# seg_scan_ctrl_flat

[config.mk]
export PLATFORM = sky130hd
export DESIGN_NAME = seg_scan_ctrl_flat
export DESIGN_NICKNAME = d
export VERILOG_FILES = /design/src/rtl/seg_scan_ctrl_pkg.sv /design/src/rtl/seg_scan_ctrl_if.sv /design/src/rtl/seg_scan_ctrl_decode.sv /design/src/rtl/seg_scan_ctrl.sv /design/src/flat_wrapper.sv
export SDC_FILE = /design/constraint.sdc
export NUM_CORES = 1
export LEC_CHECK = 0
export ABC_AREA = 1
export CAP_MARGIN = 20
export CELL_PAD_IN_SITES_DETAIL_PLACEMENT = 1
export CELL_PAD_IN_SITES_GLOBAL_PLACEMENT = 1
export CORE_AREA = 3 3 93 95
export DETAILED_ROUTE_END_ITERATION = 8
export DIE_AREA = 0 0 96 98
export PLACE_DENSITY_LB_ADDON = 0.1
export SYNTH_ARGS = -nofsm -noshare
export SYNTH_HDL_FRONTEND = slang
export SYNTH_HIERARCHICAL = 1
export SYNTH_SLANG_ARGS = --single-unit
[constraint.sdc]
create_clock -name clk -period 1.9 [get_ports clk]
set_input_delay 0.57 -clock clk [delete_from_list [all_inputs] [get_ports clk]]
set_output_delay 0.57 -clock clk [all_outputs]
set_load 0.05 [all_outputs]
[src/rtl/seg_scan_ctrl_pkg.sv]
// Shared types and segment patterns for the panel seven-segment scan logic.
package seg_pkg;

  typedef logic [3:0] bcd_t;
  typedef logic [6:0] seg_t;  // {a,b,c,d,e,f,g}, bit 6 = a

  typedef enum logic {
    ST_BLANK,
    ST_SHOW
  } scan_state_t;

  localparam seg_t SEG_0     = 7'b1111110;
  localparam seg_t SEG_1     = 7'b0110000;
  localparam seg_t SEG_2     = 7'b1101101;
  localparam seg_t SEG_3     = 7'b1111001;
  localparam seg_t SEG_4     = 7'b0110011;
  localparam seg_t SEG_5     = 7'b1011011;
  localparam seg_t SEG_6     = 7'b1011111;
  localparam seg_t SEG_7     = 7'b1110000;
  localparam seg_t SEG_8     = 7'b1111111;
  localparam seg_t SEG_9     = 7'b1111011;
  localparam seg_t SEG_BLANK = 7'b0000000;

endpackage

[src/rtl/seg_scan_ctrl_if.sv]
// Load port and display bus of seg_scan_ctrl; flash input exists only with SEG_SCAN_FLASH_EN.
interface seg_scan_if
  import seg_pkg::*;
#(
  parameter int NUM_DIGITS = 4
);
  logic                    load;
  logic [4*NUM_DIGITS-1:0] digit_val;
  logic [NUM_DIGITS-1:0]   digit_en;
`ifdef SEG_SCAN_FLASH_EN
  logic                    flash;
`endif
  logic                    pending;
  logic                    frame_done;
  logic [NUM_DIGITS-1:0]   sm_bit;
  seg_t                    sm_seg;

`ifdef SEG_SCAN_FLASH_EN
  modport master (output load, digit_val, digit_en, flash,
                  input  pending, frame_done, sm_bit, sm_seg);
  modport slave  (input  load, digit_val, digit_en, flash,
                  output pending, frame_done, sm_bit, sm_seg);
`else
  modport master (output load, digit_val, digit_en,
                  input  pending, frame_done, sm_bit, sm_seg);
  modport slave  (input  load, digit_val, digit_en,
                  output pending, frame_done, sm_bit, sm_seg);
`endif
endinterface

[src/rtl/seg_scan_ctrl_decode.sv]
// Combinational BCD to seven-segment decoder; codes 10-15 decode to all-off.
module seg_decode
  import seg_pkg::*;
(
  input  bcd_t bcd,
  output seg_t seg
);
  always_comb begin
    seg = SEG_BLANK;
    case (bcd)
      4'd0: seg = SEG_0;
      4'd1: seg = SEG_1;
      4'd2: seg = SEG_2;
      4'd3: seg = SEG_3;
      4'd4: seg = SEG_4;
      4'd5: seg = SEG_5;
      4'd6: seg = SEG_6;
      4'd7: seg = SEG_7;
      4'd8: seg = SEG_8;
      4'd9: seg = SEG_9;
      default: seg = SEG_BLANK;
    endcase
  end
endmodule

[src/rtl/seg_scan_ctrl.sv]
// Round-robin seven-segment scan with blanking guard and frame-synchronous load.
// Optional blink support is enabled by defining SEG_SCAN_FLASH_EN.
module seg_scan_ctrl
  import seg_pkg::*;
#(
  parameter int NUM_DIGITS   = 4,
  parameter int SCAN_DIV     = 1000,
  parameter int BLANK_CYCLES = 8,
  parameter int FLASH_FRAMES = 32
)(
  input  logic      clk,
  input  logic      rst,
  seg_scan_if.slave bus
);
  localparam int CNT_MAX = (SCAN_DIV > BLANK_CYCLES) ? SCAN_DIV : BLANK_CYCLES;
  localparam int CNT_W   = $clog2(CNT_MAX + 1);
  localparam int IDX_W   = $clog2(NUM_DIGITS);

  if (NUM_DIGITS < 2 || NUM_DIGITS > 8 || SCAN_DIV < 1 || BLANK_CYCLES < 1 ||
      FLASH_FRAMES < 1) begin : g_bad_param
    $error("seg_scan_ctrl: parameter out of range");
  end

  scan_state_t             state;
  logic [IDX_W-1:0]        idx;
  logic [CNT_W-1:0]        cnt;
  logic [4*NUM_DIGITS-1:0] stage_val, act_val;
  logic [NUM_DIGITS-1:0]   stage_en, act_en;
  logic                    pending_q, frame_done_q;
  logic [NUM_DIGITS-1:0]   sm_bit_q;
  seg_t                    sm_seg_q;

  logic blank_last, show_last, idx_last, boundary, lit;
  bcd_t cur_val;
  seg_t cur_seg;

  assign blank_last = (cnt == CNT_W'(BLANK_CYCLES - 1));
  assign show_last  = (cnt == CNT_W'(SCAN_DIV - 1));
  assign idx_last   = (idx == IDX_W'(NUM_DIGITS - 1));
  assign boundary   = (state == ST_SHOW) && show_last && idx_last;
  assign cur_val    = act_val[{idx, 2'b00} +: 4];

  seg_decode u_decode (
    .bcd (cur_val),
    .seg (cur_seg)
  );

`ifdef SEG_SCAN_FLASH_EN
  localparam int FL_W = $clog2(FLASH_FRAMES + 1);
  logic [FL_W-1:0] frame_cnt;
  logic            phase_dark;

  assign lit = (state == ST_SHOW) && act_en[idx] && !(bus.flash && phase_dark);

  always_ff @(posedge clk) begin
    if (rst || !bus.flash) begin
      frame_cnt  <= '0;
      phase_dark <= 1'b0;
    end else if (boundary) begin
      if (frame_cnt == FL_W'(FLASH_FRAMES - 1)) begin
        frame_cnt  <= '0;
        phase_dark <= ~phase_dark;
      end else begin
        frame_cnt <= frame_cnt + 1'b1;
      end
    end
  end
`else
  assign lit = (state == ST_SHOW) && act_en[idx];
`endif

  always_ff @(posedge clk) begin
    if (rst) begin
      state        <= ST_BLANK;
      idx          <= '0;
      cnt          <= '0;
      stage_val    <= '1;
      stage_en     <= '0;
      act_val      <= '1;
      act_en       <= '0;
      pending_q    <= 1'b0;
      frame_done_q <= 1'b0;
      sm_bit_q     <= '0;
      sm_seg_q     <= '0;
    end else begin
      frame_done_q <= boundary;
      sm_bit_q     <= lit ? (NUM_DIGITS'(1) << idx) : '0;
      sm_seg_q     <= lit ? cur_seg : '0;

      case (state)
        ST_BLANK: begin
          if (blank_last) begin
            cnt   <= '0;
            state <= ST_SHOW;
          end else begin
            cnt <= cnt + 1'b1;
          end
        end
        ST_SHOW: begin
          if (show_last) begin
            cnt   <= '0;
            state <= ST_BLANK;
            idx   <= idx_last ? '0 : idx + 1'b1;
          end else begin
            cnt <= cnt + 1'b1;
          end
        end
        default: state <= ST_BLANK;
      endcase

      // A load on the boundary cycle still promotes the previous staging (old value read here).
      if (boundary && pending_q) begin
        act_val <= stage_val;
        act_en  <= stage_en;
      end
      if (bus.load) begin
        stage_val <= bus.digit_val;
        stage_en  <= bus.digit_en;
        pending_q <= 1'b1;
      end else if (boundary) begin
        pending_q <= 1'b0;
      end
    end
  end

  assign bus.pending    = pending_q;
  assign bus.frame_done = frame_done_q;
  assign bus.sm_bit     = sm_bit_q;
  assign bus.sm_seg     = sm_seg_q;
endmodule
[src/flat_wrapper.sv]
// flat-port wrapper written by rule: the top's interface ports become plain ports
module seg_scan_ctrl_flat import seg_pkg::*;
#(
  parameter int NUM_DIGITS   = 4,
  parameter int SCAN_DIV     = 1000,
  parameter int BLANK_CYCLES = 8,
  parameter int FLASH_FRAMES = 32
)
  (clk, rst, bus_load, bus_digit_val, bus_digit_en, bus_pending, bus_frame_done, bus_sm_bit, bus_sm_seg);
  seg_scan_if #(.NUM_DIGITS(NUM_DIGITS)) bus_i ();
  input  logic clk;
  input  logic rst;
  input wire logic [$bits(bus_i.load)-1:0] bus_load;
  input wire logic [$bits(bus_i.digit_val)-1:0] bus_digit_val;
  input wire logic [$bits(bus_i.digit_en)-1:0] bus_digit_en;
  output wire logic [$bits(bus_i.pending)-1:0] bus_pending;
  output wire logic [$bits(bus_i.frame_done)-1:0] bus_frame_done;
  output wire logic [$bits(bus_i.sm_bit)-1:0] bus_sm_bit;
  output wire logic [$bits(bus_i.sm_seg)-1:0] bus_sm_seg;
  assign bus_i.load = bus_load;
  assign bus_i.digit_val = bus_digit_val;
  assign bus_i.digit_en = bus_digit_en;
  assign bus_pending = bus_i.pending;
  assign bus_frame_done = bus_i.frame_done;
  assign bus_sm_bit = bus_i.sm_bit;
  assign bus_sm_seg = bus_i.sm_seg;
  seg_scan_ctrl #(.NUM_DIGITS(NUM_DIGITS), .SCAN_DIV(SCAN_DIV), .BLANK_CYCLES(BLANK_CYCLES), .FLASH_FRAMES(FLASH_FRAMES)) u_core (.clk(clk), .rst(rst), .bus(bus_i));
endmodule
# player_input_conditioner_flat

### src/rtl/player_input_conditioner_if.sv
// rtl/player_input_conditioner_if.sv - button conditioner signal bundle
interface player_input_conditioner_if #(
  parameter int INPUT_DEPTH = 5
);
  logic [INPUT_DEPTH-1:0] raw_buttons;
  logic                   frame_tick;
  logic [INPUT_DEPTH-1:0] player_buttons;
  logic                   buttons_valid;
  logic [INPUT_DEPTH-1:0] debounced_buttons;

  modport master (
    output raw_buttons,
    output frame_tick,
    input  player_buttons,
    input  buttons_valid,
    input  debounced_buttons
  );

  modport slave (
    input  raw_buttons,
    input  frame_tick,
    output player_buttons,
    output buttons_valid,
    output debounced_buttons
  );
endinterface

### src/rtl/player_input_conditioner.sv
// rtl/player_input_conditioner.sv - synchronize, debounce and frame-latch player buttons (optional INPUT_SOCD_CLEAN_EN)
module player_input_conditioner #(
  parameter int INPUT_DEPTH     = 5,
  parameter int DEBOUNCE_CYCLES = 250000,
  parameter int RAW_ACTIVE_LOW  = 1
) (
  input logic                       sys_clk,
  input logic                       reset_n,
  player_input_conditioner_if.slave bus
);
  localparam int CNT_W = $clog2(DEBOUNCE_CYCLES + 1);
  // PRESS_WAIT/RELEASE_WAIT are entered on the first qualifying sample,
  // so the wait state only needs DEBOUNCE_CYCLES-1 more samples.
  localparam logic [CNT_W-1:0] CNT_LAST = CNT_W'(DEBOUNCE_CYCLES - 2);
  localparam logic [INPUT_DEPTH-1:0] RAW_RELEASED = {INPUT_DEPTH{RAW_ACTIVE_LOW != 0}};

`ifdef INPUT_SOCD_CLEAN_EN
  localparam int WB_BUTTON = 3;
  localparam int WF_BUTTON = 4;
`endif

  typedef enum logic [1:0] {
    ST_RELEASED,
    ST_PRESS_WAIT,
    ST_PRESSED,
    ST_RELEASE_WAIT
  } db_state_e;

  logic [INPUT_DEPTH-1:0] sync1_q, sync1_d;
  logic [INPUT_DEPTH-1:0] sync2_q, sync2_d;
  logic [INPUT_DEPTH-1:0] pressed_in;

  db_state_e              state_q [INPUT_DEPTH];
  db_state_e              state_d [INPUT_DEPTH];
  logic [CNT_W-1:0]       cnt_q   [INPUT_DEPTH];
  logic [CNT_W-1:0]       cnt_d   [INPUT_DEPTH];
  logic [INPUT_DEPTH-1:0] rise;

  logic [INPUT_DEPTH-1:0] debounced_q, debounced_d;
  logic [INPUT_DEPTH-1:0] sticky_q, sticky_d;
  logic [INPUT_DEPTH-1:0] player_buttons_q, player_buttons_d;
  logic                   buttons_valid_q, buttons_valid_d;
  logic [INPUT_DEPTH-1:0] load_val;

  // Two-flop synchronizer followed by normalization to active-high.
  always_comb begin
    sync1_d    = bus.raw_buttons;
    sync2_d    = sync1_q;
    pressed_in = (RAW_ACTIVE_LOW != 0) ? ~sync2_q : sync2_q;
  end

  // Per-bit debounce FSM; counter clears on every state change and saturates at CNT_LAST.
  always_comb begin
    for (int i = 0; i < INPUT_DEPTH; i++) begin
      state_d[i] = state_q[i];
      cnt_d[i]   = '0;
      rise[i]    = 1'b0;
      case (state_q[i])
        ST_RELEASED: begin
          if (pressed_in[i]) state_d[i] = ST_PRESS_WAIT;
        end
        ST_PRESS_WAIT: begin
          if (!pressed_in[i]) begin
            state_d[i] = ST_RELEASED;
          end else if (cnt_q[i] == CNT_LAST) begin
            state_d[i] = ST_PRESSED;
            rise[i]    = 1'b1;
          end else begin
            cnt_d[i] = cnt_q[i] + 1'b1;
          end
        end
        ST_PRESSED: begin
          if (!pressed_in[i]) state_d[i] = ST_RELEASE_WAIT;
        end
        ST_RELEASE_WAIT: begin
          if (pressed_in[i]) begin
            state_d[i] = ST_PRESSED;
          end else if (cnt_q[i] == CNT_LAST) begin
            state_d[i] = ST_RELEASED;
          end else begin
            cnt_d[i] = cnt_q[i] + 1'b1;
          end
        end
        default: state_d[i] = ST_RELEASED;
      endcase
      debounced_d[i] = (state_d[i] == ST_PRESSED) || (state_d[i] == ST_RELEASE_WAIT);
    end
  end

  // Frame load: a press debouncing in the tick cycle is folded in via rise, so it is never lost.
  always_comb begin
    load_val = debounced_q | sticky_q | rise;
`ifdef INPUT_SOCD_CLEAN_EN
    if (load_val[WB_BUTTON] && load_val[WF_BUTTON]) begin
      load_val[WB_BUTTON] = 1'b0;
      load_val[WF_BUTTON] = 1'b0;
    end
`endif
    player_buttons_d = bus.frame_tick ? load_val : player_buttons_q;
    buttons_valid_d  = bus.frame_tick;
    sticky_d         = bus.frame_tick ? '0 : (sticky_q | rise);
  end

  // State registers; reset drops every pending press.
  always_ff @(posedge sys_clk or negedge reset_n) begin
    if (!reset_n) begin
      sync1_q          <= RAW_RELEASED;
      sync2_q          <= RAW_RELEASED;
      debounced_q      <= '0;
      sticky_q         <= '0;
      player_buttons_q <= '0;
      buttons_valid_q  <= 1'b0;
      for (int i = 0; i < INPUT_DEPTH; i++) begin
        state_q[i] <= ST_RELEASED;
        cnt_q[i]   <= '0;
      end
    end else begin
      sync1_q          <= sync1_d;
      sync2_q          <= sync2_d;
      debounced_q      <= debounced_d;
      sticky_q         <= sticky_d;
      player_buttons_q <= player_buttons_d;
      buttons_valid_q  <= buttons_valid_d;
      for (int i = 0; i < INPUT_DEPTH; i++) begin
        state_q[i] <= state_d[i];
        cnt_q[i]   <= cnt_d[i];
      end
    end
  end

  assign bus.player_buttons    = player_buttons_q;
  assign bus.buttons_valid     = buttons_valid_q;
  assign bus.debounced_buttons = debounced_q;
endmodule

### src/flat_wrapper.sv
// flat-port wrapper written by rule: the top's interface ports become plain ports
module player_input_conditioner_flat 
#(
  parameter int INPUT_DEPTH     = 5,
  parameter int DEBOUNCE_CYCLES = 250000,
  parameter int RAW_ACTIVE_LOW  = 1
)
  (sys_clk, reset_n, bus_raw_buttons, bus_frame_tick, bus_player_buttons, bus_buttons_valid, bus_debounced_buttons);
  player_input_conditioner_if #(.INPUT_DEPTH(INPUT_DEPTH)) bus_i ();
  input logic sys_clk;
  input logic reset_n;
  input wire logic [$bits(bus_i.raw_buttons)-1:0] bus_raw_buttons;
  input wire logic [$bits(bus_i.frame_tick)-1:0] bus_frame_tick;
  output wire logic [$bits(bus_i.player_buttons)-1:0] bus_player_buttons;
  output wire logic [$bits(bus_i.buttons_valid)-1:0] bus_buttons_valid;
  output wire logic [$bits(bus_i.debounced_buttons)-1:0] bus_debounced_buttons;
  assign bus_i.raw_buttons = bus_raw_buttons;
  assign bus_i.frame_tick = bus_frame_tick;
  assign bus_player_buttons = bus_i.player_buttons;
  assign bus_buttons_valid = bus_i.buttons_valid;
  assign bus_debounced_buttons = bus_i.debounced_buttons;
  player_input_conditioner #(.INPUT_DEPTH(INPUT_DEPTH), .DEBOUNCE_CYCLES(DEBOUNCE_CYCLES), .RAW_ACTIVE_LOW(RAW_ACTIVE_LOW)) u_core (.sys_clk(sys_clk), .reset_n(reset_n), .bus(bus_i));
endmodule
### config.mk
export PLATFORM = sky130hd
export DESIGN_NAME = player_input_conditioner_flat
export DESIGN_NICKNAME = d
export VERILOG_FILES = /design/src/rtl/player_input_conditioner_if.sv /design/src/rtl/player_input_conditioner.sv /design/src/flat_wrapper.sv
export SDC_FILE = /design/constraint.sdc
export NUM_CORES = 1
export LEC_CHECK = 0
export ABC_AREA = 0
export CAP_MARGIN = 20
export CORE_AREA = 4 4 132 134
export DETAILED_ROUTE_END_ITERATION = 8
export DIE_AREA = 0 0 136 138
export PLACE_DENSITY_LB_ADDON = 0.15
export REMOVE_ABC_BUFFERS = 1
export SKIP_LAST_GASP = 1
export SLEW_MARGIN = 20
export SYNTH_ARGS = -nofsm -noshare
export SYNTH_HDL_FRONTEND = slang
export SYNTH_SLANG_ARGS = --single-unit
### constraint.sdc
create_clock -name sys_clk -period 2.9 [get_ports sys_clk]
set_input_delay 0.725 -clock sys_clk [delete_from_list [all_inputs] [get_ports sys_clk]]
set_output_delay 0.725 -clock sys_clk [all_outputs]
set_load 0.01 [all_outputs]
**player_input_conditioner_flat: local utilization**

Scale: 3 px per um. The die is cut into 14 by 14 equal tiles; black is low, pale yellow is high, 0 to 100% covered.
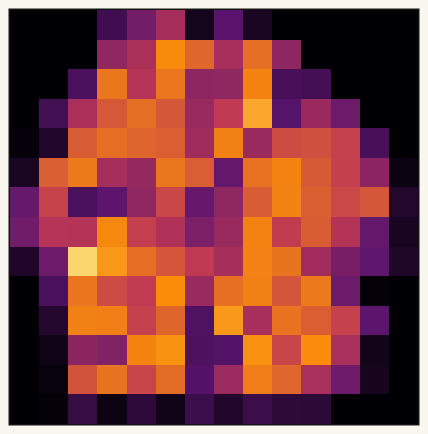
fullest tile	91%
densest ninth of the die	middle
mean over tiles	36%
nearly empty tiles	20%
Finished Core Util: 42.8%
Core Region: 0.0163 sq mm
Pre-Place Util: 36.2%

==> flow_metrics.env, player_input_conditioner_flat <==
# physical design summary
export IMPL_status="finished, final reports clean"
export IMPL_adder_share_pct=2.12
export IMPL_power_top_consumer="clock"
export IMPL_dominant_cells="sequential cells"
export IMPL_die_height_um=138
export IMPL_clkPwrFrac_pct=53.1
export IMPL_antenna_left=0
export IMPL_p_switching_uw=880
export IMPL_topCellsByArea="dfrtp_1 (49%), xnor2_1 (8.9%), nor2_1 (6.5%)"
export IMPL_worst_slew_pin_slew_ns=0.725
export IMPL_synth_most_common_cell="dfrtp_1"
export IMPL_synthCells=581
export IMPL_synth_area_sq_mm=0.00590
export IMPL_critPathTopFamily="simple AND/OR/NAND/NOR gates"
export IMPL_holdWs_ns=0.202
export IMPL_htree_levels=4
export IMPL_worstPathArrival_ns=2.47
export IMPL_final_clk_cell_share_pct=8.83
export IMPL_crit_reg2reg_capture="u_core.cnt_q[38]"
export IMPL_top_layer="met4"
export IMPL_signal_buffers=23
export IMPL_synthSimpleGateAreaFrac_pct=24.5
export IMPL_slew_violations=0
export IMPL_dpl_cell_count=815
export IMPL_design_seq_count=126
export IMPL_drive_gt1_share_pct=9.25
export IMPL_hp_class="input port to asynchronous set/reset pin"
export IMPL_logic_gates=412
export IMPL_topCombFamilyByArea="simple AND/OR/NAND/NOR gates"
export IMPL_lay_top_cells="dfrtp_1 (116), nor2_1 (103), xnor2_1 (60)"
export IMPL_largest_reg_flops=90
export IMPL_setup_worst_path_class="register to register"
export IMPL_place_ws_ns=0.718
export IMPL_dr_wl_met2_mm=5.19
export IMPL_switching_share_pct=21.4
export IMPL_well_tap_count=220
export IMPL_port_buffers=18
export IMPL_wl_met1_mm=5.54
export IMPL_fin_nets=632
export IMPL_dieArea_sq_mm=0.0188
export IMPL_rows=47
export IMPL_ff2ff_path_depth=5
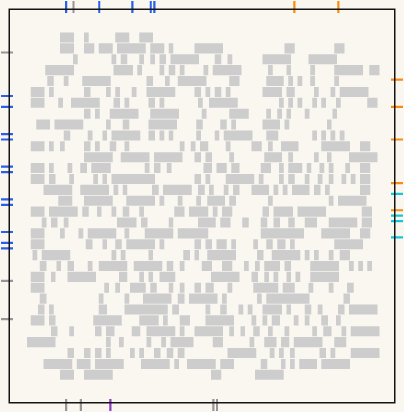
**Above:** seg_scan_ctrl_flat (ports around the boundary).
Scale: 4 px per um. Pins as bars across the die edge, other pins in gray.
port	color	pins	direction	edge
`bus_pending`	purple	1	output	bottom
`bus_digit_val`	blue	16	input	11 left, 5 top
`bus_sm_seg`	orange	7	output	5 right, 2 top
`bus_sm_bit`	cyan	4	output	right
all pins by edge	14 left, 9 right, 8 top, 5 bottom
Port Buffers: 35
Die X: 96 um
die height: 98 um

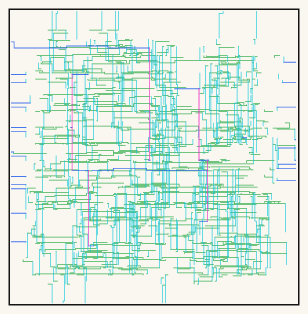
**Above:** seg_scan_ctrl_flat (signal wires by layer).
Scale: 3 px per um.
layer	color	wire length
metal 2	cyan	3040 um
metal 1	green	3330 um
metal 4	magenta	139 um
metal 3	blue	216 um
drt total wl: 6.72 mm
drt wl/cell: 12.7 um
Vias: 2466
Total GRT Usage: 15.7%

==> flow_metrics.env, seg_scan_ctrl_flat <==
# physical design summary
export IMPL_power_top_consumer="clock"
export IMPL_route_met3_wl_um=216
export IMPL_antenna_found_initial=0
export IMPL_worst_slack_ns=0.218
export IMPL_largest_area_cell="dfxtp_1"
export IMPL_crit_reg2reg_capture="u_core/bus.sm_seg[3]"
export IMPL_clock_skew_final_ns=0.00680
export IMPL_hold_viol_final=0
export IMPL_top_layer="met4"
export IMPL_edf_count=0
export IMPL_setup_worst_path_class="register to register"
export IMPL_adder_share_pct=3.57
export IMPL_holdPathStages=2
export IMPL_place_ws_ns=-0.0510
export IMPL_power_density_mw_per_mm2=890
export IMPL_regArea_sq_mm=0.00132
export IMPL_status="finished, final reports clean"
export IMPL_dr_wl_met2_mm=3.04
export IMPL_synth_area_sq_mm=0.00280
export IMPL_rsz0062_at_grt="no"
export IMPL_placed_cell_area_sq_mm=0.00329
export IMPL_synth_flops=66
export IMPL_signal_buffers=48
export IMPL_vdd_drop_max_mv=0.395
export IMPL_synthesis_nets=410
export IMPL_rows=32
export IMPL_grt_pass1_wl_mm=11.7
export IMPL_grt_max_degree=42
export IMPL_lay_top_cells="nand2_1 (106), dfxtp_1 (65), nor2_1 (44)"
export IMPL_lay_top_count="nand2_1"
export IMPL_p_leak_uw=0.00163
export IMPL_cts_resized=0
export IMPL_gp_congestion=0.774
export IMPL_start_kind="register"
export IMPL_yosysUniqueCellTypes=26
export IMPL_powerSeq_uw=1440
export IMPL_cts_buffers=9
export IMPL_crit_cells=11
export IMPL_power_frac_seq_pct=45.5
export IMPL_ys_async_sr_fraction_pct=0
export IMPL_fin_setup_tns_ns=0

==> layout pictures side by side <==
The clock network.
picture 1
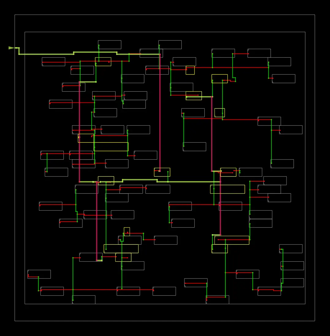
picture 2
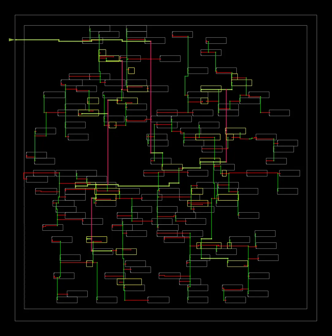
Picture 2 is player_input_conditioner_flat.
Picture 1 is seg_scan_ctrl_flat.


# alu_sched_flat

==> src/rtl/alu_sched_pkg.sv <==
// Shared types for the ALU scheduler: opcodes, FSM states and field widths.
package alu_sched_pkg;

  localparam int unsigned NREQ    = 2;
  localparam int unsigned OP_W    = 4;
  localparam int unsigned FLAG_W  = 4;
  localparam int unsigned NUM_OPS = 11;

  typedef enum logic [OP_W-1:0] {
    OP_MOV = 4'd0,
    OP_CMP = 4'd1,
    OP_ADD = 4'd2,
    OP_SUB = 4'd3,
    OP_MUL = 4'd4,
    OP_DIV = 4'd5,
    OP_XOR = 4'd6,
    OP_AND = 4'd7,
    OP_NOT = 4'd8,
    OP_SHL = 4'd9,
    OP_SHR = 4'd10
  } op_t;

  typedef enum logic [1:0] {
    IDLE = 2'd0,
    EXEC = 2'd1,
    RESP = 2'd2
  } state_t;

endpackage

==> src/rtl/alu_sched_if.sv <==
// Request, ALU and response signals of the scheduler; slave = scheduler side.
interface alu_sched_if #(parameter int unsigned N = 4);
  import alu_sched_pkg::*;

  logic [NREQ-1:0]        req_valid;
  logic [NREQ-1:0]        req_ready;
  logic [NREQ*N-1:0]      req_a;
  logic [NREQ*N-1:0]      req_b;
  logic [NREQ*OP_W-1:0]   req_op;
  logic [N-1:0]           alu_a;
  logic [N-1:0]           alu_b;
  logic [OP_W-1:0]        alu_select;
  logic [N-1:0]           alu_result;
  logic [FLAG_W-1:0]      alu_flags;
  logic                   resp_valid;
  logic                   resp_ready;
  logic                   resp_id;
  logic [N-1:0]           resp_result;
  logic [FLAG_W-1:0]      resp_flags;
  logic                   resp_err;

  modport slave (
    input  req_valid, req_a, req_b, req_op, alu_result, alu_flags, resp_ready,
    output req_ready, alu_a, alu_b, alu_select,
           resp_valid, resp_id, resp_result, resp_flags, resp_err
  );

  modport master (
    output req_valid, req_a, req_b, req_op, alu_result, alu_flags, resp_ready,
    input  req_ready, alu_a, alu_b, alu_select,
           resp_valid, resp_id, resp_result, resp_flags, resp_err
  );

endinterface

==> src/rtl/alu_sched_rr_arb2.sv <==
// Combinational 2-way round-robin arbiter; a tie goes to the requester
// that did not win last time.
module rr_arb2 (
  input  logic [1:0] req_valid,
  input  logic       last_grant,
  output logic [1:0] grant_c,
  output logic       grant_id_c
);

  always_comb begin
    grant_id_c = 1'b0;
    grant_c    = 2'b00;
    case (req_valid)
      2'b01:   grant_id_c = 1'b0;
      2'b10:   grant_id_c = 1'b1;
      2'b11:   grant_id_c = ~last_grant;
      default: grant_id_c = 1'b0;
    endcase
    if (|req_valid) grant_c = grant_id_c ? 2'b10 : 2'b01;
  end

endmodule

==> src/rtl/alu_sched.sv <==
// Round-robin scheduler sharing one ALU between two requesters.
// Optional ALU_OPCHK_EN: ops >= NUM_OPS bypass the ALU and return resp_err=1.
module alu_sched
  import alu_sched_pkg::*;
#(
  parameter int unsigned N = 4
) (
  input  logic        clk,
  input  logic        rst_n,
  alu_sched_if.slave  bus
);

  state_t             state_q, state_d;
  logic               last_q, last_d;
  logic               cur_q, cur_d;
  logic [N-1:0]       a_q, a_d, b_q, b_d;
  logic [OP_W-1:0]    op_q, op_d;
  logic               vld_q, vld_d;
  logic               id_q, id_d;
  logic [N-1:0]       res_q, res_d;
  logic [FLAG_W-1:0]  flg_q, flg_d;
  logic [1:0]         ready_c;
  logic [1:0]         grant_c;
  logic               grant_id_c;
`ifdef ALU_OPCHK_EN
  logic               err_q, err_d;
`endif

  rr_arb2 u_arb (
    .req_valid  (bus.req_valid),
    .last_grant (last_q),
    .grant_c    (grant_c),
    .grant_id_c (grant_id_c)
  );

  // Next-state and datapath capture
  always_comb begin
    state_d = state_q;
    last_d  = last_q;
    cur_d   = cur_q;
    a_d     = a_q;
    b_d     = b_q;
    op_d    = op_q;
    vld_d   = vld_q;
    id_d    = id_q;
    res_d   = res_q;
    flg_d   = flg_q;
    ready_c = 2'b00;
`ifdef ALU_OPCHK_EN
    err_d   = err_q;
`endif
    case (state_q)
      IDLE: begin
        if (|bus.req_valid) begin
          ready_c = grant_c;
          a_d     = grant_id_c ? bus.req_a[N +: N] : bus.req_a[0 +: N];
          b_d     = grant_id_c ? bus.req_b[N +: N] : bus.req_b[0 +: N];
          op_d    = grant_id_c ? bus.req_op[OP_W +: OP_W] : bus.req_op[0 +: OP_W];
          cur_d   = grant_id_c;
          last_d  = grant_id_c;
          state_d = EXEC;
        end
      end
      EXEC: begin
        res_d   = bus.alu_result;
        flg_d   = bus.alu_flags;
        id_d    = cur_q;
        vld_d   = 1'b1;
        state_d = RESP;
`ifdef ALU_OPCHK_EN
        err_d   = 1'b0;
        if (op_q >= OP_W'(NUM_OPS)) begin
          res_d = '0;
          flg_d = '0;
          err_d = 1'b1;
        end
`endif
      end
      RESP: begin
        if (bus.resp_ready) begin
          vld_d   = 1'b0;
          state_d = IDLE;
        end
      end
      default: state_d = IDLE;
    endcase
  end

  always_ff @(posedge clk) begin
    if (!rst_n) begin
      state_q <= IDLE;
      last_q  <= 1'b1;
      cur_q   <= 1'b0;
      a_q     <= '0;
      b_q     <= '0;
      op_q    <= '0;
      vld_q   <= 1'b0;
      id_q    <= 1'b0;
      res_q   <= '0;
      flg_q   <= '0;
`ifdef ALU_OPCHK_EN
      err_q   <= 1'b0;
`endif
    end else begin
      state_q <= state_d;
      last_q  <= last_d;
      cur_q   <= cur_d;
      a_q     <= a_d;
      b_q     <= b_d;
      op_q    <= op_d;
      vld_q   <= vld_d;
      id_q    <= id_d;
      res_q   <= res_d;
      flg_q   <= flg_d;
`ifdef ALU_OPCHK_EN
      err_q   <= err_d;
`endif
    end
  end

  // Grant is combinational; suppressed while reset is asserted
  assign bus.req_ready   = rst_n ? ready_c : 2'b00;
  assign bus.alu_a       = a_q;
  assign bus.alu_b       = b_q;
  assign bus.alu_select  = op_q;
  assign bus.resp_valid  = vld_q;
  assign bus.resp_id     = id_q;
  assign bus.resp_result = res_q;
  assign bus.resp_flags  = flg_q;
`ifdef ALU_OPCHK_EN
  assign bus.resp_err    = err_q;
`else
  assign bus.resp_err    = 1'b0;
`endif

endmodule

==> src/flat_wrapper.sv <==
// flat-port wrapper written by rule: the top's interface ports become plain ports
module alu_sched_flat import alu_sched_pkg::*;
#(
  parameter int unsigned N = 4
)
  (clk, rst_n, bus_req_valid, bus_req_a, bus_req_b, bus_req_op, bus_alu_result, bus_alu_flags, bus_resp_ready, bus_req_ready, bus_alu_a, bus_alu_b, bus_alu_select, bus_resp_valid, bus_resp_id, bus_resp_result, bus_resp_flags, bus_resp_err);
  alu_sched_if #(.N(N)) bus_i ();
  input  logic clk;
  input  logic rst_n;
  input wire logic [$bits(bus_i.req_valid)-1:0] bus_req_valid;
  input wire logic [$bits(bus_i.req_a)-1:0] bus_req_a;
  input wire logic [$bits(bus_i.req_b)-1:0] bus_req_b;
  input wire logic [$bits(bus_i.req_op)-1:0] bus_req_op;
  input wire logic [$bits(bus_i.alu_result)-1:0] bus_alu_result;
  input wire logic [$bits(bus_i.alu_flags)-1:0] bus_alu_flags;
  input wire logic [$bits(bus_i.resp_ready)-1:0] bus_resp_ready;
  output wire logic [$bits(bus_i.req_ready)-1:0] bus_req_ready;
  output wire logic [$bits(bus_i.alu_a)-1:0] bus_alu_a;
  output wire logic [$bits(bus_i.alu_b)-1:0] bus_alu_b;
  output wire logic [$bits(bus_i.alu_select)-1:0] bus_alu_select;
  output wire logic [$bits(bus_i.resp_valid)-1:0] bus_resp_valid;
  output wire logic [$bits(bus_i.resp_id)-1:0] bus_resp_id;
  output wire logic [$bits(bus_i.resp_result)-1:0] bus_resp_result;
  output wire logic [$bits(bus_i.resp_flags)-1:0] bus_resp_flags;
  output wire logic [$bits(bus_i.resp_err)-1:0] bus_resp_err;
  assign bus_i.req_valid = bus_req_valid;
  assign bus_i.req_a = bus_req_a;
  assign bus_i.req_b = bus_req_b;
  assign bus_i.req_op = bus_req_op;
  assign bus_i.alu_result = bus_alu_result;
  assign bus_i.alu_flags = bus_alu_flags;
  assign bus_i.resp_ready = bus_resp_ready;
  assign bus_req_ready = bus_i.req_ready;
  assign bus_alu_a = bus_i.alu_a;
  assign bus_alu_b = bus_i.alu_b;
  assign bus_alu_select = bus_i.alu_select;
  assign bus_resp_valid = bus_i.resp_valid;
  assign bus_resp_id = bus_i.resp_id;
  assign bus_resp_result = bus_i.resp_result;
  assign bus_resp_flags = bus_i.resp_flags;
  assign bus_resp_err = bus_i.resp_err;
  alu_sched #(.N(N)) u_core (.clk(clk), .rst_n(rst_n), .bus(bus_i));
endmodule
==> config.mk <==
export PLATFORM = sky130hd
export DESIGN_NAME = alu_sched_flat
export DESIGN_NICKNAME = d
export VERILOG_FILES = /design/src/rtl/alu_sched_pkg.sv /design/src/rtl/alu_sched_if.sv /design/src/rtl/alu_sched_rr_arb2.sv /design/src/rtl/alu_sched.sv /design/src/flat_wrapper.sv
export SDC_FILE = /design/constraint.sdc
export NUM_CORES = 1
export LEC_CHECK = 0
export ABC_AREA = 1
export ABC_CLOCK_PERIOD_IN_PS = 3100
export CORE_MARGIN = 2
export CORE_UTILIZATION = 38
export CTS_BUF_LIST = sky130_fd_sc_hd__clkbuf_4
export CTS_CLUSTER_DIAMETER = 60
export DETAILED_ROUTE_END_ITERATION = 6
export GPL_TIMING_DRIVEN = 0
export PLACE_DENSITY = 0.88
export SYNTH_ARGS = -nofsm -noshare
export SYNTH_HDL_FRONTEND = slang
export SYNTH_SLANG_ARGS = --single-unit
==> constraint.sdc <==
create_clock -name clk -period 3.1 [get_ports clk]
set_input_delay 0.62 -clock clk [delete_from_list [all_inputs] [get_ports clk]]
set_output_delay 0.62 -clock clk [all_outputs]
set_load 0.005 [all_outputs]
# pl_pipe_ctrl

## config.mk

```make
export PLATFORM = sky130hd
export DESIGN_NAME = pl_pipe_ctrl
export DESIGN_NICKNAME = d
export VERILOG_FILES = /design/src/rtl/pl_pipe_ctrl.sv
export SDC_FILE = /design/constraint.sdc
export NUM_CORES = 1
export LEC_CHECK = 0
export CORE_MARGIN = 2
export CORE_UTILIZATION = 47
export CTS_CLUSTER_SIZE = 25
export DETAILED_ROUTE_END_ITERATION = 12
export PLACE_DENSITY = 0.8
export SLEW_MARGIN = 20
export SYNTH_ARGS = -nofsm -noshare
export SYNTH_HDL_FRONTEND = slang
export SYNTH_SLANG_ARGS = --single-unit
```

## constraint.sdc

```tcl
create_clock -name clk -period 2.7 [get_ports clk]
set_input_delay 0.27 -clock clk [delete_from_list [all_inputs] [get_ports clk]]
set_output_delay 0.27 -clock clk [all_outputs]
set_load 0.03 [all_outputs]
```

## src/rtl/pl_pipe_ctrl.sv

```systemverilog
// Pipeline sequencer for the 5-stage RV32I core.
// Generates stall/flush controls for the F/D, D/E, E/M and M/W registers from
// data-memory handshake stalls, taken branches/jumps and load-use hazards.
// It also holds the memory handshake FSM, a bus timeout with a sticky error
// flag, and a saturating counter of memory-stall cycles.
module pl_pipe_ctrl #(
    parameter int unsigned TIMEOUT_CYC = 255,
    parameter int unsigned CNT_W       = 16
) (
    input  logic             clk,
    input  logic             reset,
    input  logic             MemReqM,
    input  logic             DMemAck,
    input  logic [1:0]       ResultSrcE,
    input  logic [4:0]       RdE,
    input  logic [4:0]       Rs1D,
    input  logic [4:0]       Rs2D,
    input  logic             PCSrcE,
    output logic             DMemReq,
    output logic             StallF,
    output logic             StallD,
    output logic             StallE,
    output logic             StallM,
    output logic             FlushD,
    output logic             FlushE,
    output logic             FlushW,
    output logic             MemBusErr,
    output logic [CNT_W-1:0] StallCnt
);

    // The wait counter only ever reaches TIMEOUT_CYC-1 before leaving WAIT.
    localparam int unsigned WAIT_W = (TIMEOUT_CYC > 2) ? $clog2(TIMEOUT_CYC) : 1;
    localparam logic [WAIT_W-1:0] WAIT_LAST = WAIT_W'(TIMEOUT_CYC - 1);
    localparam logic [1:0]        RES_LOAD  = 2'b01;

    typedef enum logic {
        S_IDLE = 1'b0,
        S_WAIT = 1'b1
    } state_t;

    state_t            state;
    logic [WAIT_W-1:0] wait_cnt;

    logic mem_stall;
    logic timeout;
    logic load_use;

    // Memory stall and timeout decode from the handshake state.
    always_comb begin
        mem_stall = 1'b0;
        timeout   = 1'b0;
        case (state)
            S_IDLE: begin
                mem_stall = MemReqM & ~DMemAck;
            end
            S_WAIT: begin
                timeout   = ~DMemAck && (wait_cnt == WAIT_LAST);
                mem_stall = ~DMemAck && !timeout;
            end
            default: begin
                mem_stall = 1'b0;
                timeout   = 1'b0;
            end
        endcase
    end

    // Load in E whose destination feeds a D-stage source; x0 never hazards.
    always_comb begin
        load_use = (ResultSrcE == RES_LOAD) && (RdE != 5'd0) &&
                   ((RdE == Rs1D) || (RdE == Rs2D));
    end

    // Pipeline controls: reset bubbles, then memory stall > branch > load-use.
    always_comb begin
        DMemReq = 1'b0;
        StallF  = 1'b0;
        StallD  = 1'b0;
        StallE  = 1'b0;
        StallM  = 1'b0;
        FlushD  = 1'b0;
        FlushE  = 1'b0;
        FlushW  = 1'b0;
        if (reset) begin
            FlushD = 1'b1;
            FlushE = 1'b1;
            FlushW = 1'b1;
        end else begin
            DMemReq = (state == S_WAIT) | MemReqM;
            if (mem_stall) begin
                // E is frozen, so branch and load-use re-evaluate after release.
                StallF = 1'b1;
                StallD = 1'b1;
                StallE = 1'b1;
                StallM = 1'b1;
                FlushW = 1'b1;
            end else begin
                // An aborted access must not write back.
                FlushW = timeout;
                if (PCSrcE) begin
                    FlushD = 1'b1;
                    FlushE = 1'b1;
                end else if (load_use) begin
                    StallF = 1'b1;
                    StallD = 1'b1;
                    FlushE = 1'b1;
                end
            end
        end
    end

    // Handshake FSM, wait counter and sticky bus-error flag.
    always_ff @(posedge clk) begin
        if (reset) begin
            state     <= S_IDLE;
            wait_cnt  <= '0;
            MemBusErr <= 1'b0;
        end else begin
            case (state)
                S_IDLE: begin
                    if (MemReqM && !DMemAck) begin
                        state    <= S_WAIT;
                        wait_cnt <= '0;
                    end
                end
                S_WAIT: begin
                    if (DMemAck) begin
                        state <= S_IDLE;
                    end else if (timeout) begin
                        state     <= S_IDLE;
                        MemBusErr <= 1'b1;
                    end else begin
                        wait_cnt <= wait_cnt + WAIT_W'(1);
                    end
                end
                default: begin
                    state <= S_IDLE;
                end
            endcase
        end
    end

    // Saturating count of cycles with the E/M register held.
    always_ff @(posedge clk) begin
        if (reset) begin
            StallCnt <= '0;
        end else if (StallM && (StallCnt != {CNT_W{1'b1}})) begin
            StallCnt <= StallCnt + CNT_W'(1);
        end
    end

endmodule

```


==> gallery <==
Signal wires by layer.
Scale: 4 px per um.
Plate I
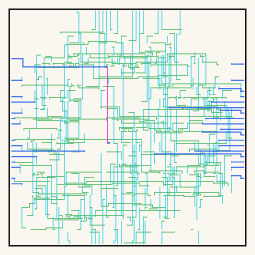
Plate II
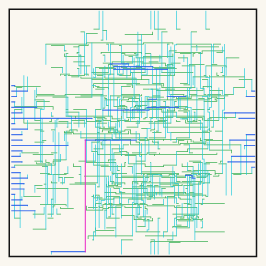
Of these, most wire: Plate II
Plate I is alu_sched_flat.
Plate II is pl_pipe_ctrl.

Key to Plate I:
layer	color	wire length
metal 4	magenta	19.0 um
metal 2	cyan	1290 um
metal 3	blue	216 um
metal 1	green	1210 um

**pl_pipe_ctrl: ports around the boundary**

Scale: 6 px per um. Pins as bars across the die edge, other pins in gray.
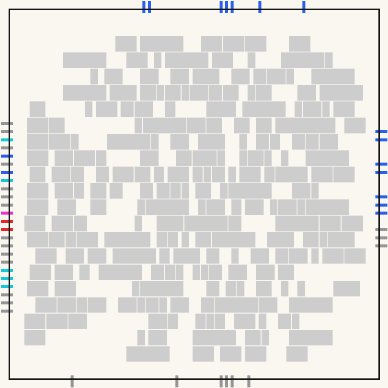
port	color	pins	direction	edge
`FlushE`	magenta	1	output	left
`ResultSrcE`	red	2	input	left
`StallCnt`	blue	16	output	7 top, 7 right, 2 left
`Rs1D`	cyan	5	input	left
all pins by edge	24 left, 10 right, 7 top, 6 bottom
die height: 61.4 um
Die X: 61.4 um
Port Buffers: 46

==> flow_metrics.env, pl_pipe_ctrl <==
# physical design summary
export IMPL_status="finished, final reports clean"
export IMPL_route_met3_wl_um=207
export IMPL_p_switching_uw=184
export IMPL_synth_flops=26
export IMPL_worst_setup_path_end_kind="primary output"
export IMPL_top_register="StallCnt"
export IMPL_timing_fmax_mhz=403
export IMPL_top_cells_by_count="nor2_1 (28), dfxtp_1 (26), xnor2_1 (16), nand2_1 (13), xor2_1 (10)"
export IMPL_worst_slack_ns=0.216
export IMPL_final_util_pct=66.7
export IMPL_antenna_left=0
export IMPL_hp_start="wait_cnt[5]"
export IMPL_top_usage_layer="met2"
export IMPL_edf_count=0
export IMPL_grt_pass1_wl_mm=5.56
export IMPL_crit_cells=8
export IMPL_n_antenna_cell=0
export IMPL_htree_levels=1
export IMPL_critPathSlowestCell="dfxtp_2"
export IMPL_worst_slew_pin_slew_ns=0.598
export IMPL_p_comb_share_pct=18.0
export IMPL_placed_cell_area_sq_mm=0.00203
export IMPL_drive_gt1_share_pct=9.65
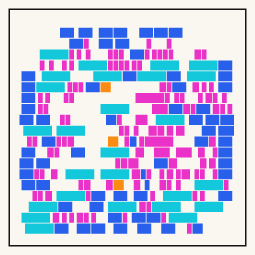
**Above:** alu_sched_flat (cells colored by class).
Scale: 4 px per um.
class	color	cells	share of their area
sequential cells	cyan	26	30%
remaining buffers and delay cells	blue	65	36%
combinational and other logic	magenta	125	33%
clock drivers	orange	3	1.3%
Core Region: 0.00281 sq mm
# rows: 19
Design Area, Final: 0.00179 sq mm

==> flow_metrics.env, alu_sched_flat <==
# physical design summary
export IMPL_drc=5
export IMPL_cts_tree="done"
export IMPL_yosysSeqAreaShare_pct=45.7
export IMPL_topCombFamilyByArea="simple AND/OR/NAND/NOR gates"
export IMPL_ys_sh_xor_pct=0
export IMPL_holdWs_ns=0.460
export IMPL_setup_worst_path_start="bus_req_valid[0]"
export IMPL_cts_root_buf="clkbuf_4"
export IMPL_edf_count=0
export IMPL_cp_common_cell="clkdlybuf4s50_1"
export IMPL_clk_latency_ns=0.31
export IMPL_warnings=26
export IMPL_status="finished with violations"
export IMPL_n_fill_cell=263
export IMPL_place_ws_ns=0.187
export IMPL_setup_worst_path_end="bus_req_ready[1]"
export IMPL_max_stage_delay_ns=0.49
export IMPL_synthMuxAreaShare_pct=0
export IMPL_largest_area_cell="dfxtp_1"
export IMPL_switching_share_pct=27.5
export IMPL_rsz0062_at_grt="no"
export IMPL_critPathSlowestCell="clkdlybuf4s50_1"
export IMPL_synthSimpleGateAreaFrac_pct=40.5
export IMPL_critPathBufInv=3
export IMPL_worst_setup_path_end_kind="primary output"
export IMPL_p_comb_share_pct=30.5
export IMPL_violations="design-rule violations"
export IMPL_hp_class="register to register"
export IMPL_signal_buffers=65


## Gallery

Local utilization.
shot_01.png
Scale: 6 px per um. The die is cut into 12 by 12 equal tiles; black is low, pale yellow is high, 0 to 100% covered.
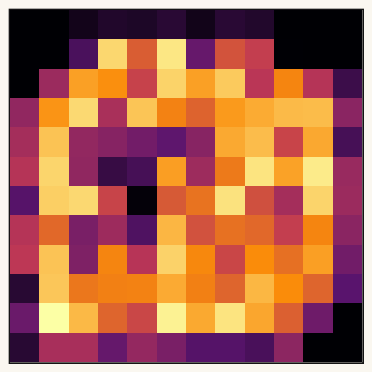
shot_02.png
Scale: 4 px per um. The die is cut into 10 by 10 equal tiles; black is low, pale yellow is high, 0 to 100% covered.
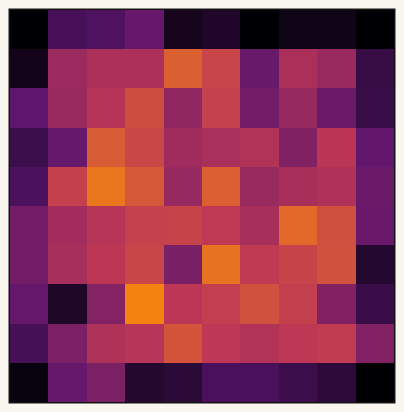
shot_03.png
Scale: 6 px per um. The die is cut into 6 by 6 equal tiles; black is low, pale yellow is high, 0 to 100% covered.
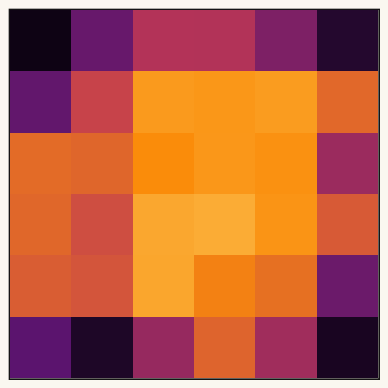
- alu_sched_flat = shot_01.png
- seg_scan_ctrl_flat = shot_02.png
- pl_pipe_ctrl = shot_03.png
The one with the lowest utilization is shot_02.png.

Key to shot_01.png:
tiles over 75% full	28%
nearly empty tiles	10%
mean over tiles	51%
fullest tile	100%

